######## block 1 ########
Fig. 1: block 1, signal wires on met3
Scale bar: 20 microns. Cells faint in the background.
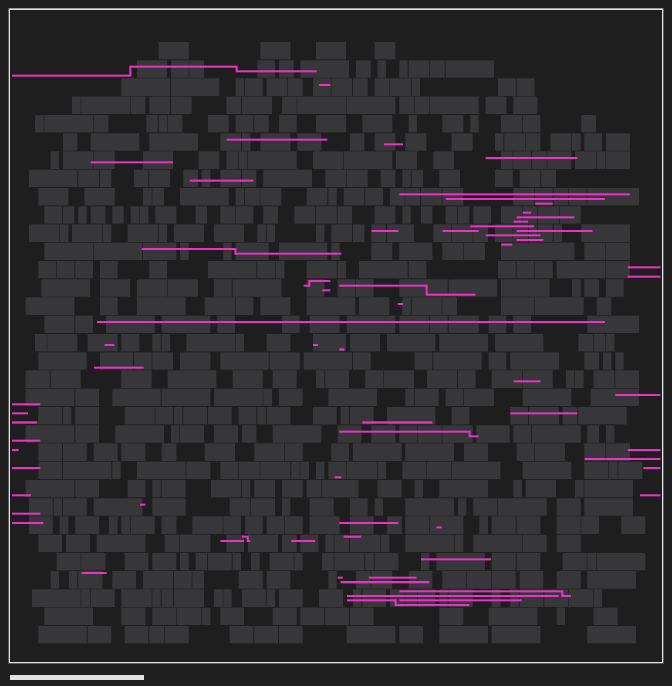

### src/rtl/clk_gen_pkg.sv
// clk_gen_pkg: shared types and constants for the programmable clock generator
package clk_gen_pkg;
  localparam int DEF_CNT_W = 16;
  localparam int MIN_PERIOD = 2;
  typedef enum logic {IDLE, RUN} state_t;
endpackage

### src/rtl/clk_gen_cfg_chk.sv
// clk_gen_cfg_chk: combinational legality check of a requested period/high pair
module clk_gen_cfg_chk
  import clk_gen_pkg::*;
#(
  parameter int CNT_W = DEF_CNT_W
) (
  input  logic [CNT_W-1:0] period,
  input  logic [CNT_W-1:0] high,
  output logic             ok
);
  assign ok = (period >= CNT_W'(MIN_PERIOD)) && (high != '0) && (high < period);
endmodule

### src/rtl/clk_gen_ctrl.sv
// clk_gen_ctrl: programmable-duty clock generator with shadowed, boundary-aligned reconfiguration
module clk_gen_ctrl
  import clk_gen_pkg::*;
#(
  parameter int CNT_W = DEF_CNT_W
) (
  input  logic             clk,
  input  logic             rst,
  input  logic             en,
  input  logic             cfg_valid,
  output logic             cfg_ready,
  input  logic [CNT_W-1:0] cfg_period,
  input  logic [CNT_W-1:0] cfg_high,
  output logic             clk_out,
  output logic             tick,
  output logic             busy,
  output logic             cfg_err
);
  state_t state;
  logic [CNT_W-1:0] cnt, cnt_nxt, act_period, act_high, shd_period, shd_high;
  logic pending, has_cfg, cfg_ok, acc, last;
  clk_gen_cfg_chk #(.CNT_W(CNT_W)) u_chk (
    .period(cfg_period),
    .high  (cfg_high),
    .ok    (cfg_ok)
  );
  assign cfg_ready = !pending;
  assign busy = state == RUN;
  assign acc = cfg_valid && cfg_ready;
  assign last = cnt == act_period - 1'b1;
  assign cnt_nxt = cnt + 1'b1;
  always_ff @(posedge clk) begin
    if (rst) begin
      state <= IDLE;
      cnt <= '0;
      clk_out <= 1'b0;
      tick <= 1'b0;
      cfg_err <= 1'b0;
      pending <= 1'b0;
      has_cfg <= 1'b0;
      act_period <= '0;
      act_high <= '0;
      shd_period <= '0;
      shd_high <= '0;
    end else begin
      cfg_err <= acc && !cfg_ok;
      if (state == IDLE) begin
        cnt <= '0;
        clk_out <= 1'b0;
        tick <= 1'b0;
        if (acc && cfg_ok) begin
          act_period <= cfg_period;
          act_high <= cfg_high;
          has_cfg <= 1'b1;
        end
        if (en && has_cfg) begin
          state <= RUN;
          clk_out <= 1'b1;
          tick <= 1'b1;
        end
      end else if (last) begin
        // stopping only here keeps the final period whole, so no runt phase escapes
        cnt <= '0;
        clk_out <= en;
        tick <= en;
        state <= en ? RUN : IDLE;
        if (pending) begin
          act_period <= shd_period;
          act_high <= shd_high;
          pending <= 1'b0;
        end
      end else begin
        cnt <= cnt_nxt;
        clk_out <= cnt_nxt < act_high;
        tick <= 1'b0;
      end
      // acc implies !pending, so this never collides with the boundary clear
      if (state == RUN && acc && cfg_ok) begin
        shd_period <= cfg_period;
        shd_high <= cfg_high;
        pending <= 1'b1;
      end
    end
  end
endmodule
### config.mk
export PLATFORM = sky130hd
export DESIGN_NAME = clk_gen_ctrl
export DESIGN_NICKNAME = d
export VERILOG_FILES = /design/src/rtl/clk_gen_pkg.sv /design/src/rtl/clk_gen_cfg_chk.sv /design/src/rtl/clk_gen_ctrl.sv
export SDC_FILE = /design/constraint.sdc
export NUM_CORES = 1
export LEC_CHECK = 0
export CAP_MARGIN = 10
export CORE_MARGIN = 2
export CORE_UTILIZATION = 60
export CTS_CLUSTER_SIZE = 12
export DETAILED_ROUTE_END_ITERATION = 8
export PLACE_DENSITY_LB_ADDON = 0.1
export SYNTH_ARGS = -nofsm -noshare
export SYNTH_HDL_FRONTEND = slang
export SYNTH_SLANG_ARGS = --single-unit
### constraint.sdc
create_clock -name clk -period 4.1 [get_ports clk]
set_input_delay 0.615 -clock clk [delete_from_list [all_inputs] [get_ports clk]]
set_output_delay 0.615 -clock clk [all_outputs]
set_load 0.01 [all_outputs]
######## block 2 ########
==> src/rtl/pc_unit_if.sv <==
// Fetch-control bundle between the pipeline control logic and the pc_unit.
// The master drives redirect requests; the slave returns the pc and RAS status.
interface pc_unit_if #(
    parameter int AW = 16
);
    logic          stall;
    logic          exc_valid;
    logic [AW-1:0] exc_vector;
    logic          br_taken;
    logic [AW-1:0] br_target;
    logic          call;
    logic          ret;
    logic [AW-1:0] pc;
    logic          pc_valid;
    logic          ras_empty;
    logic          ras_full;
    logic          ras_overflow;
    logic          ras_underflow;

    modport master (
        output stall, exc_valid, exc_vector, br_taken, br_target, call, ret,
        input  pc, pc_valid, ras_empty, ras_full, ras_overflow, ras_underflow
    );

    modport slave (
        input  stall, exc_valid, exc_vector, br_taken, br_target, call, ret,
        output pc, pc_valid, ras_empty, ras_full, ras_overflow, ras_underflow
    );
endinterface

==> src/rtl/pc_unit.sv <==
// Program counter with stall, branch, exception and call/return redirects.
// Returns come from a circular stack that overwrites its oldest entry when full.
module pc_unit #(
    parameter int          AW        = 16,
    parameter int          STEP      = 1,
    parameter logic [AW-1:0] RESET_VEC = '0,
    parameter int          RAS_DEPTH = 4
) (
    input logic       clk,
    input logic       rst,
    pc_unit_if.slave  bus
);
    localparam int PW = $clog2(RAS_DEPTH);
    localparam int CW = $clog2(RAS_DEPTH + 1);

    typedef enum logic [2:0] {
        SEL_EXC, SEL_CALL, SEL_BR, SEL_POP, SEL_UNF, SEL_HOLD, SEL_SEQ
    } sel_e;

    logic [AW-1:0] pc_q;
    logic [AW-1:0] pc_inc;
    logic [AW-1:0] top;
    logic [AW-1:0] mem [RAS_DEPTH];
    logic [PW-1:0] wp;
    logic [CW-1:0] cnt;
    logic          valid_q;
    logic          ovf_q;
    logic          unf_q;
    logic          empty;
    logic          full;
    logic          push;
    sel_e          sel;

    assign pc_inc = pc_q + AW'(STEP);
    assign top    = mem[wp - PW'(1)];
    assign empty  = (cnt == '0);
    assign full   = (cnt == CW'(RAS_DEPTH));

    always_comb begin
        sel = SEL_SEQ;
        if (bus.exc_valid)     sel = SEL_EXC;
        else if (bus.call)     sel = SEL_CALL;
        else if (bus.br_taken) sel = SEL_BR;
        else if (bus.ret)      sel = empty ? SEL_UNF : SEL_POP;
        else if (bus.stall)    sel = SEL_HOLD;
    end

    // The first edge out of reset only raises pc_valid.
    assign push = !rst && valid_q && (sel == SEL_CALL);

    always_ff @(posedge clk) begin
        if (push) mem[wp] <= pc_inc;
    end

    always_ff @(posedge clk) begin
        if (rst) begin
            pc_q    <= RESET_VEC;
            valid_q <= 1'b0;
            cnt     <= '0;
            wp      <= '0;
            ovf_q   <= 1'b0;
            unf_q   <= 1'b0;
        end else if (!valid_q) begin
            valid_q <= 1'b1;
        end else begin
            unique case (sel)
                SEL_EXC: begin
                    pc_q <= bus.exc_vector;
                    cnt  <= '0;
                end
                SEL_CALL: begin
                    pc_q <= bus.br_target;
                    wp   <= wp + PW'(1);
                    if (full) ovf_q <= 1'b1;
                    else      cnt   <= cnt + CW'(1);
                end
                SEL_BR: pc_q <= bus.br_target;
                SEL_POP: begin
                    pc_q <= top;
                    wp   <= wp - PW'(1);
                    cnt  <= cnt - CW'(1);
                end
                SEL_UNF: begin
                    pc_q  <= pc_inc;
                    unf_q <= 1'b1;
                end
                SEL_HOLD: pc_q <= pc_q;
                default:  pc_q <= pc_inc;
            endcase
        end
    end

    assign bus.pc            = pc_q;
    assign bus.pc_valid      = valid_q;
    assign bus.ras_empty     = empty;
    assign bus.ras_full      = full;
    assign bus.ras_overflow  = ovf_q;
    assign bus.ras_underflow = unf_q;
endmodule

==> src/flat_wrapper.sv <==
// flat-port wrapper written by rule: the top's interface ports become plain ports
module pc_unit_flat 
#(
    parameter int          AW        = 16,
    parameter int          STEP      = 1,
    parameter logic [AW-1:0] RESET_VEC = '0,
    parameter int          RAS_DEPTH = 4
)
  (clk, rst, bus_stall, bus_exc_valid, bus_exc_vector, bus_br_taken, bus_br_target, bus_call, bus_ret, bus_pc, bus_pc_valid, bus_ras_empty, bus_ras_full, bus_ras_overflow, bus_ras_underflow);
  pc_unit_if #(.AW(AW)) bus_i ();
  input logic clk;
  input logic rst;
  input wire logic [$bits(bus_i.stall)-1:0] bus_stall;
  input wire logic [$bits(bus_i.exc_valid)-1:0] bus_exc_valid;
  input wire logic [$bits(bus_i.exc_vector)-1:0] bus_exc_vector;
  input wire logic [$bits(bus_i.br_taken)-1:0] bus_br_taken;
  input wire logic [$bits(bus_i.br_target)-1:0] bus_br_target;
  input wire logic [$bits(bus_i.call)-1:0] bus_call;
  input wire logic [$bits(bus_i.ret)-1:0] bus_ret;
  output wire logic [$bits(bus_i.pc)-1:0] bus_pc;
  output wire logic [$bits(bus_i.pc_valid)-1:0] bus_pc_valid;
  output wire logic [$bits(bus_i.ras_empty)-1:0] bus_ras_empty;
  output wire logic [$bits(bus_i.ras_full)-1:0] bus_ras_full;
  output wire logic [$bits(bus_i.ras_overflow)-1:0] bus_ras_overflow;
  output wire logic [$bits(bus_i.ras_underflow)-1:0] bus_ras_underflow;
  assign bus_i.stall = bus_stall;
  assign bus_i.exc_valid = bus_exc_valid;
  assign bus_i.exc_vector = bus_exc_vector;
  assign bus_i.br_taken = bus_br_taken;
  assign bus_i.br_target = bus_br_target;
  assign bus_i.call = bus_call;
  assign bus_i.ret = bus_ret;
  assign bus_pc = bus_i.pc;
  assign bus_pc_valid = bus_i.pc_valid;
  assign bus_ras_empty = bus_i.ras_empty;
  assign bus_ras_full = bus_i.ras_full;
  assign bus_ras_overflow = bus_i.ras_overflow;
  assign bus_ras_underflow = bus_i.ras_underflow;
  pc_unit #(.AW(AW), .STEP(STEP), .RESET_VEC(RESET_VEC), .RAS_DEPTH(RAS_DEPTH)) u_core (.clk(clk), .rst(rst), .bus(bus_i));
endmodule
==> config.mk <==
export PLATFORM = sky130hd
export DESIGN_NAME = pc_unit_flat
export DESIGN_NICKNAME = d
export VERILOG_FILES = /design/src/rtl/pc_unit_if.sv /design/src/rtl/pc_unit.sv /design/src/flat_wrapper.sv
export SDC_FILE = /design/constraint.sdc
export NUM_CORES = 1
export LEC_CHECK = 0
export CAP_MARGIN = 0
export CELL_PAD_IN_SITES_DETAIL_PLACEMENT = 1
export CELL_PAD_IN_SITES_GLOBAL_PLACEMENT = 1
export CORE_UTILIZATION = 45
export DETAILED_ROUTE_END_ITERATION = 7
export PLACE_DENSITY_LB_ADDON = 0.1
export SKIP_LAST_GASP = 1
export SLEW_MARGIN = 10
export SYNTH_ARGS = -nofsm -noshare
export SYNTH_HDL_FRONTEND = slang
export SYNTH_SLANG_ARGS = --single-unit
==> constraint.sdc <==
create_clock -name clk -period 5.9 [get_ports clk]
set_input_delay 1.475 -clock clk [delete_from_list [all_inputs] [get_ports clk]]
set_output_delay 1.475 -clock clk [all_outputs]
set_load 0.02 [all_outputs]
######## block 3 ########
**src/rtl/seq_divider.sv**
```systemverilog
// seq_divider: iterative radix-2 restoring divider for DIV/DIVU/REM/REMU (XLEN-bit).
// Latency: XLEN+1 cycles from accept to out_valid (divide-by-zero / signed overflow: 1 cycle).
// Backpressure: result held in DONE until out_ready; in_ready low while busy; kill aborts any state.
//
// Ports:
//   clk, rst_n            rising-edge clock, asynchronous active-low reset
//   in_valid / in_ready   request handshake; op_signed, op_rem, dividend, divisor sampled at accept
//   kill                  synchronous abort, wins over accept and the result handshake
//   out_valid / out_ready result handshake; result and div_zero are stable while out_valid
// Optional build macro SEQ_DIVIDER_WORD_EN adds word_op (32-bit *W variants, 32 iterations).
module seq_divider #(
  parameter int XLEN = 64
) (
  input  logic            clk,
  input  logic            rst_n,
  input  logic            in_valid,
  output logic            in_ready,
  input  logic            op_signed,
  input  logic            op_rem,
`ifdef SEQ_DIVIDER_WORD_EN
  input  logic            word_op,
`endif
  input  logic [XLEN-1:0] dividend,
  input  logic [XLEN-1:0] divisor,
  input  logic            kill,
  output logic            out_valid,
  input  logic            out_ready,
  output logic [XLEN-1:0] result,
  output logic            div_zero
);

  localparam int CW = $clog2(XLEN + 1);

  typedef enum logic [1:0] {IDLE, CALC, DONE} state_t;

  state_t          r_state;
  state_t          w_state_nxt;

  logic [XLEN-1:0] r_rem;
  logic [XLEN-1:0] r_quo;
  logic [XLEN-1:0] r_div;
  logic [CW-1:0]   r_cnt;
  logic            r_op_rem;
  logic            r_neg_q;
  logic            r_neg_r;
  logic [XLEN-1:0] r_result;
  logic            r_div_zero;

  // Effective operands, most-negative value and iteration count for this request.
  logic [XLEN-1:0] w_a;
  logic [XLEN-1:0] w_b;
  logic [XLEN-1:0] w_min;
  logic [CW-1:0]   w_iters;
  logic [XLEN-1:0] w_a_mag;
  logic [XLEN-1:0] w_b_mag;
  logic [XLEN-1:0] w_quo_init;
  logic            w_a_neg;
  logic            w_b_neg;
  logic            w_b_zero;
  logic            w_ovf;
  logic [XLEN-1:0] w_spec_res;
  logic [XLEN-1:0] w_spec_out;

  // One restoring step.
  logic [XLEN:0]   w_shift;
  logic [XLEN:0]   w_trial;
  logic            w_ge;
  logic [XLEN-1:0] w_quo_nxt;
  logic [XLEN-1:0] w_rem_nxt;
  logic [XLEN-1:0] w_quo_fix;
  logic [XLEN-1:0] w_rem_fix;
  logic [XLEN-1:0] w_calc_res;
  logic [XLEN-1:0] w_calc_out;

  logic            w_accept;
  logic            w_last;

`ifdef SEQ_DIVIDER_WORD_EN
  logic            r_word;

  assign w_a = !word_op ? dividend :
               op_signed ? {{(XLEN-32){dividend[31]}}, dividend[31:0]} :
                           {{(XLEN-32){1'b0}}, dividend[31:0]};
  assign w_b = !word_op ? divisor :
               op_signed ? {{(XLEN-32){divisor[31]}}, divisor[31:0]} :
                           {{(XLEN-32){1'b0}}, divisor[31:0]};
  // 0x80000000 sign-extended, so the overflow compare works on the extended operand.
  assign w_min   = word_op ? {{(XLEN-31){1'b1}}, 31'b0} : {1'b1, {(XLEN-1){1'b0}}};
  assign w_iters = word_op ? CW'(32) : CW'(XLEN);
  // Word magnitudes fit in 32 bits; park them in the upper half so 32 shifts consume them.
  assign w_quo_init = word_op ? (w_a_mag << 32) : w_a_mag;
  assign w_spec_out = word_op ? {{(XLEN-32){w_spec_res[31]}}, w_spec_res[31:0]} : w_spec_res;
  assign w_calc_out = r_word ? {{(XLEN-32){w_calc_res[31]}}, w_calc_res[31:0]} : w_calc_res;

  always_ff @(posedge clk or negedge rst_n) begin
    if (!rst_n) begin
      r_word <= 1'b0;
    end else if (w_accept) begin
      r_word <= word_op;
    end
  end
`else
  assign w_a        = dividend;
  assign w_b        = divisor;
  assign w_min      = {1'b1, {(XLEN-1){1'b0}}};
  assign w_iters    = CW'(XLEN);
  assign w_quo_init = w_a_mag;
  assign w_spec_out = w_spec_res;
  assign w_calc_out = w_calc_res;
`endif

  assign w_a_neg  = op_signed & w_a[XLEN-1];
  assign w_b_neg  = op_signed & w_b[XLEN-1];
  assign w_a_mag  = w_a_neg ? -w_a : w_a;
  assign w_b_mag  = w_b_neg ? -w_b : w_b;
  assign w_b_zero = (w_b == {XLEN{1'b0}});
  assign w_ovf    = op_signed & (w_a == w_min) & (w_b == {XLEN{1'b1}});

  // Divide-by-zero: q = all ones, r = dividend. Overflow: q = dividend, r = 0.
  assign w_spec_res = w_b_zero ? (op_rem ? w_a : {XLEN{1'b1}}) :
                                 (op_rem ? {XLEN{1'b0}} : w_a);

  // Shifted partial remainder can reach 2*|B|-1, hence the extra bit; bit XLEN of
  // the trial difference is its sign.
  assign w_shift    = {r_rem, r_quo[XLEN-1]};
  assign w_trial    = w_shift - {1'b0, r_div};
  assign w_ge       = ~w_trial[XLEN];
  assign w_quo_nxt  = {r_quo[XLEN-2:0], w_ge};
  assign w_rem_nxt  = w_ge ? w_trial[XLEN-1:0] : w_shift[XLEN-1:0];
  assign w_quo_fix  = r_neg_q ? -w_quo_nxt : w_quo_nxt;
  assign w_rem_fix  = r_neg_r ? -w_rem_nxt : w_rem_nxt;
  assign w_calc_res = r_op_rem ? w_rem_fix : w_quo_fix;

  assign w_accept = in_valid & (r_state == IDLE) & ~kill;
  assign w_last   = (r_state == CALC) & (r_cnt == CW'(1));

  always_ff @(posedge clk or negedge rst_n) begin
    if (!rst_n) begin
      r_state <= IDLE;
    end else begin
      r_state <= w_state_nxt;
    end
  end

  always_comb begin
    w_state_nxt = r_state;
    if (kill) begin
      w_state_nxt = IDLE;
    end else begin
      case (r_state)
        IDLE:    if (in_valid) w_state_nxt = (w_b_zero || w_ovf) ? DONE : CALC;
        CALC:    if (w_last) w_state_nxt = DONE;
        DONE:    if (out_ready) w_state_nxt = IDLE;
        default: w_state_nxt = IDLE;
      endcase
    end
  end

  always_ff @(posedge clk or negedge rst_n) begin
    if (!rst_n) begin
      r_rem      <= '0;
      r_quo      <= '0;
      r_div      <= '0;
      r_cnt      <= '0;
      r_op_rem   <= 1'b0;
      r_neg_q    <= 1'b0;
      r_neg_r    <= 1'b0;
      r_result   <= '0;
      r_div_zero <= 1'b0;
    end else if (w_accept) begin
      r_rem    <= '0;
      r_quo    <= w_quo_init;
      r_div    <= w_b_mag;
      r_cnt    <= w_iters;
      r_op_rem <= op_rem;
      r_neg_q  <= w_a_neg ^ w_b_neg;
      r_neg_r  <= w_a_neg;
      if (w_b_zero || w_ovf) begin
        r_result   <= w_spec_out;
        r_div_zero <= w_b_zero;
      end
    end else if (r_state == CALC && !kill) begin
      r_rem <= w_rem_nxt;
      r_quo <= w_quo_nxt;
      r_cnt <= r_cnt - CW'(1);
      if (w_last) begin
        r_result   <= w_calc_out;
        r_div_zero <= 1'b0;
      end
    end
  end

  assign in_ready  = (r_state == IDLE);
  assign out_valid = (r_state == DONE);
  assign result    = r_result;
  assign div_zero  = r_div_zero;

endmodule

```
**config.mk**
```make
export PLATFORM = sky130hd
export DESIGN_NAME = seq_divider
export DESIGN_NICKNAME = d
export VERILOG_FILES = /design/src/rtl/seq_divider.sv
export SDC_FILE = /design/constraint.sdc
export NUM_CORES = 1
export LEC_CHECK = 0
export CORE_ASPECT_RATIO = 0.8
export CORE_UTILIZATION = 54
export CTS_CLUSTER_DIAMETER = 200
export DETAILED_ROUTE_END_ITERATION = 6
export PLACE_DENSITY = 0.78
export SLEW_MARGIN = 0
export SYNTH_ARGS = -nofsm -noshare
export SYNTH_HDL_FRONTEND = slang
export SYNTH_SLANG_ARGS = --single-unit
export TNS_END_PERCENT = 20
```
**constraint.sdc**
```tcl
create_clock -name clk -period 6.7 [get_ports clk]
set_input_delay 1.34 -clock clk [delete_from_list [all_inputs] [get_ports clk]]
set_output_delay 1.34 -clock clk [all_outputs]
set_load 0.05 [all_outputs]
```
Fig. 2: block 2, routing congestion map
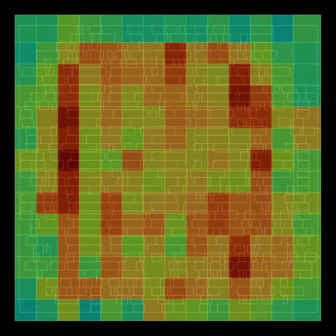
gr usage total: 25.7%
GR peak layer: met2
grt met2 use: 43.2%

==> job_summary.md, block 2 <==
## Synthesis and layout report

| Metric | Value |
|---|---|
| Hold wc startpoint | u_core.bus.ras_underflow |
| Root Buffer | clkbuf_8 |
| Met1 wire length | 4940 microns |
| Met1 Usage GRT | 32.8% |
| Register Area | 2400 sq um |
| Max reg flops | 64 |
| Hold EP | u_core.bus.ras_underflow |
| Syn Nets | 364 |
| Initial Utilization | 47.2% |
| Max Cap Viol | 0 |
| Synth Seq Share | 57.2% |
| Total core area | 8890 sq um |
| Nature of the critical path startpoint | input pin |
| Final Cell Area | 5130 sq um |
| Pwr Total | 1.42 mW |
| DR vias/cell | 6.18 |
| Die area | 9720 sq um |
| Post-CTS Setup Bufs | 0 |
| Cts repair resizes | 0 |
| Final antenna-violating net count | 0 |
| Bufs on Longest Clock Path | 2 |
| Top-area cell share | 45.8% |
| Final Hold Viols | 0 |
| Outcome | finished, final reports clean |
-- block 2: kinds of logic (layout without fill, tap and decap cells) --
logic type | after synthesis | in the layout | synth area share (%)
mux | 18 | 18 | 9.60
simple gates | 88 | 88 | 10.6
compound gates | 73 | 73 | 13.8
fa+ha+maj | 6 | 6 | 1.97
xor+xnor | 17 | 17 | 3.55
flops | 88 | 88 | 57.2
buf+inv | 29 | 92 | 3.28
-- block 2: report_power, final --
group / internal [mW] / switching [mW]
clock: 0.326 / 0.213
sequential: 0.680 / 0.0179
combinational: 0.0859 / 0.0949
total: 1.09 / 0.326
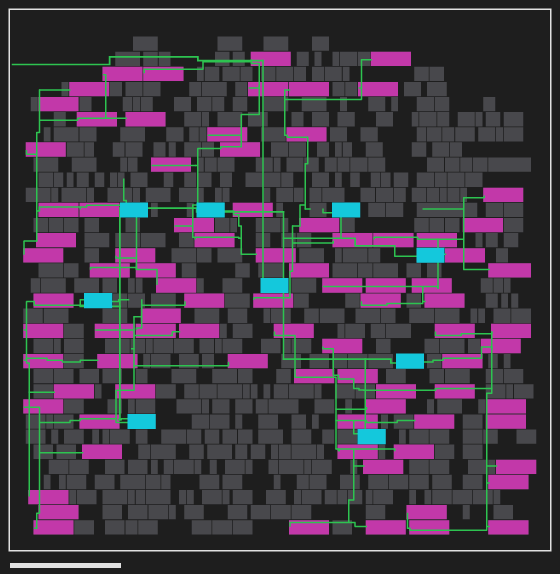
Fig. 3. Clock distribution (block 1).
Scale bar: 20 microns.
Key: clock drivers = cyan [count 9]; flip-flops = magenta [count 86]; clock wires = green [length 1,110 microns]
There are 10 routed clock nets. Position of the flops: all over the die.

About Fig. 1:
The longest straight run is 75.4 microns. The layer carries 611 microns of wire. The wires run mostly horizontal.

==> job_summary.md, block 1 <==
## Synthesis and layout report

| Metric | Value |
|---|---|
| Outcome | finished, final reports clean |
| Critical Path AT | 3.67 ns |
| RSZ-0062 raised after global routing | no |
| Top cell type by total area after synthesis | dfxtp_1 |
| Distinct cells, synth | 53 |
| Pwr Total | 1.99 mW |
| Adder Share, Synth | 7.68% |
| Post-synth EDFFs | 0 |
| Vias | 4,204 |
| # diodes | 0 |
| Internal power | 1.37 mW |
| Root Buffer | clkbuf_8 |
| Sw power | 0.628 mW |
| DR vias/cell | 6.19 |
| P&R area growth vs syn | 10.9% |
| Largest net degree at the start of global routing | 70 |
| Hold wc startpoint | has_cfg |
| Share of post-route cells with drive strength above 1 | 11.1% |
| Placement Cell Area | 5580 sq um |
| Endpoints failing setup | 0 |
| Total core area | 8300 sq um |
| Max Clock Skew | 0.00834 ns |
| Max Cap Viol | 0 |
| Crit path cell chain | inv_1 -> ha_1 -> or3b_2 -> or4_1 -> a32o_1 -> o21ai_2 -> and3_1 -> buf_4 -> a211oi_1 -> a211oi_2 |
| Yosys chip area | 5210 sq um |
| Seq. pwr | 0.930 mW |
| Bufs on Longest Clock Path | 2 |
| Drc violations | 0 |
| Pwr/cell area | 345 nW/um^2 |
| P_clk | 0.619 mW |
## block 1: final cells by class
type,instances,area share [%]
multi-input combinational,385,54.1
sequential,86,29.8
timing repair buffer,48,7.89
inverter,39,2.53
tap,105,2.27
clock buffer,10,2.21
clock inverter,6,1.21
## block 1: worst max-delay path, delay by kind of cell (launching register included)
| kind | cells | cell delay (ns) |
|---|---|---|
| AND/OR/NAND/NOR | 3 | 1.35 |
| AND-OR/OR-AND | 4 | 0.89 |
| buffers and inverters | 2 | 0.45 |
| flip-flops | 1 | 0.39 |
| adder cells (fa/ha/maj) | 1 | 0.19 |
Fig. 4: block 3, routing congestion map
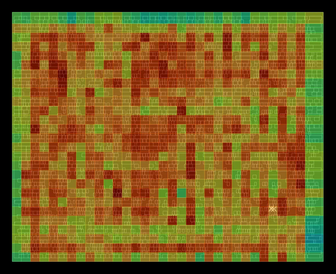
gr usage total: 39.3%
wire per inst: 23.0 microns
post-route core utilization: 63.7%

==> job_summary.md, block 3 <==
## Synthesis and layout report

| Metric | Value |
|---|---|
| Outcome | complete, but fails checks |
| Failing checks | design-rule violations |
| CP startpoint | r_quo[63] |
| Post-CTS Setup Bufs | 0 |
| Clk_buf instances | 41 |
| Flops out of synthesis | 269 |
| Yosys chip area | 23,300 sq um |
| Total grt overflow | 0 |
| Delay-heaviest family, CP | AND-OR/OR-AND gates |
| Hold wc startpoint | r_div[10] |
| Clock buf/inv share | 3.99% |
| Pwr Total | 13.7 mW |
| Synthesized area per cell | 7.43 sq um |
| Fin crit share | 94.9% |
| P_clk | 1.84 mW |
| Slowest CP cell | or4_4 |
| Met3 WL post-DR | 8300 microns |
| Comb gates | 2,593 |
| Nature of the critical path startpoint | register |
| Syn Nets | 3,350 |
| Flip-flops | 269 |
| FFs w/ async S/R, synth | 100% |
| H-tree level count | 1 |
| Largest net degree at the start of global routing | 101 |
| Root Buffer | clkbuf_16 |
| Dpl ws | 0.270 ns |
| Drc violations | 15 |
| RSZ-0062 raised after global routing | no |
block 3: cell families (layout without fill, tap and decap cells):
logic type | after synthesis | after routing | synth area share [%]
DFF | 269 | 269 | 28.8
AOI/OAI and AO/OA | 1030 | 1030 | 26.9
adders and majority gates | 72 | 72 | 3.89
xor gates and xnor gates | 291 | 291 | 10.9
muxes | 41 | 41 | 1.78
and+or+nand+nor | 1159 | 1159 | 23.1
buffers and inverters | 281 | 413 | 4.63
block 3: what timing repair did:
| action | CTS | global route |
|---|---|---|
| setup endpoints to repair | 0 | 9 |
| hold endpoints to repair | 0 | 0 |
| resized | 0 | 5 |

## Gallery

Signal wires on met2.
Cells faint in the background.
(a)
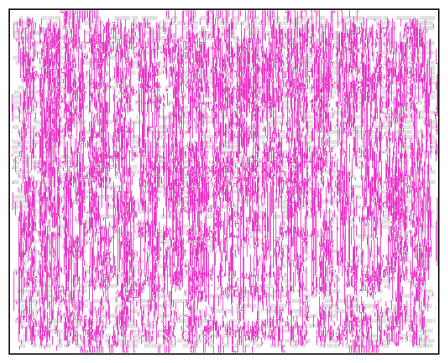
(b)
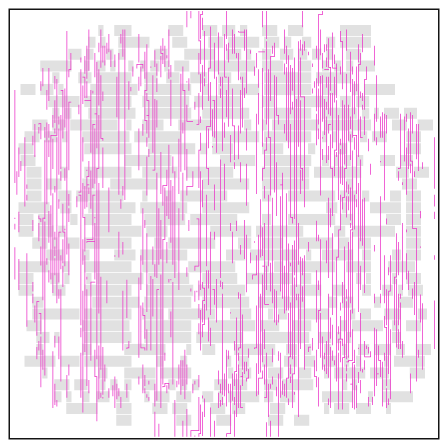
(c)
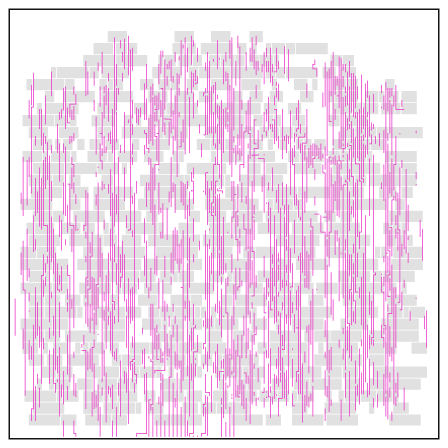
- (c) = block 1
- (b) = block 2
- (a) = block 3

Key to (a):
The longest straight run is 68.7 microns. The layer holds 45% of the routed length. The layer carries 39.7 mm of wire. The wires run mostly vertical.



==> layout pictures side by side <==
Signal wires by layer.
image #1
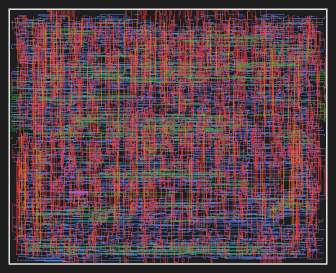
image #2
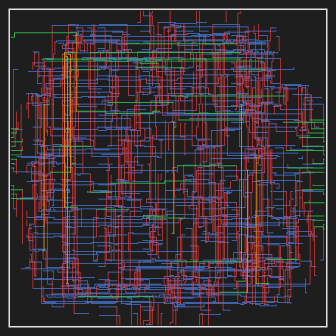
image #3
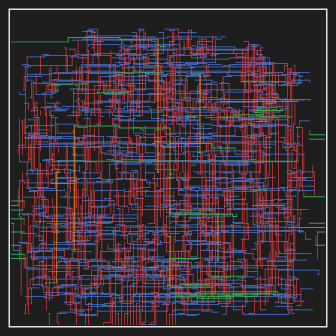
image #3 -> block 1
image #2 -> block 2
image #1 -> block 3

Key to image #3:
Key: metal 3 = green [wire length 611 microns]; metal 1 = blue [wire length 5,730 microns]; metal 2 = red [wire length 6,100 microns]; metal 4 = orange [wire length 192 microns]

No activity file was given, so power comes from the tool's default toggle rates.
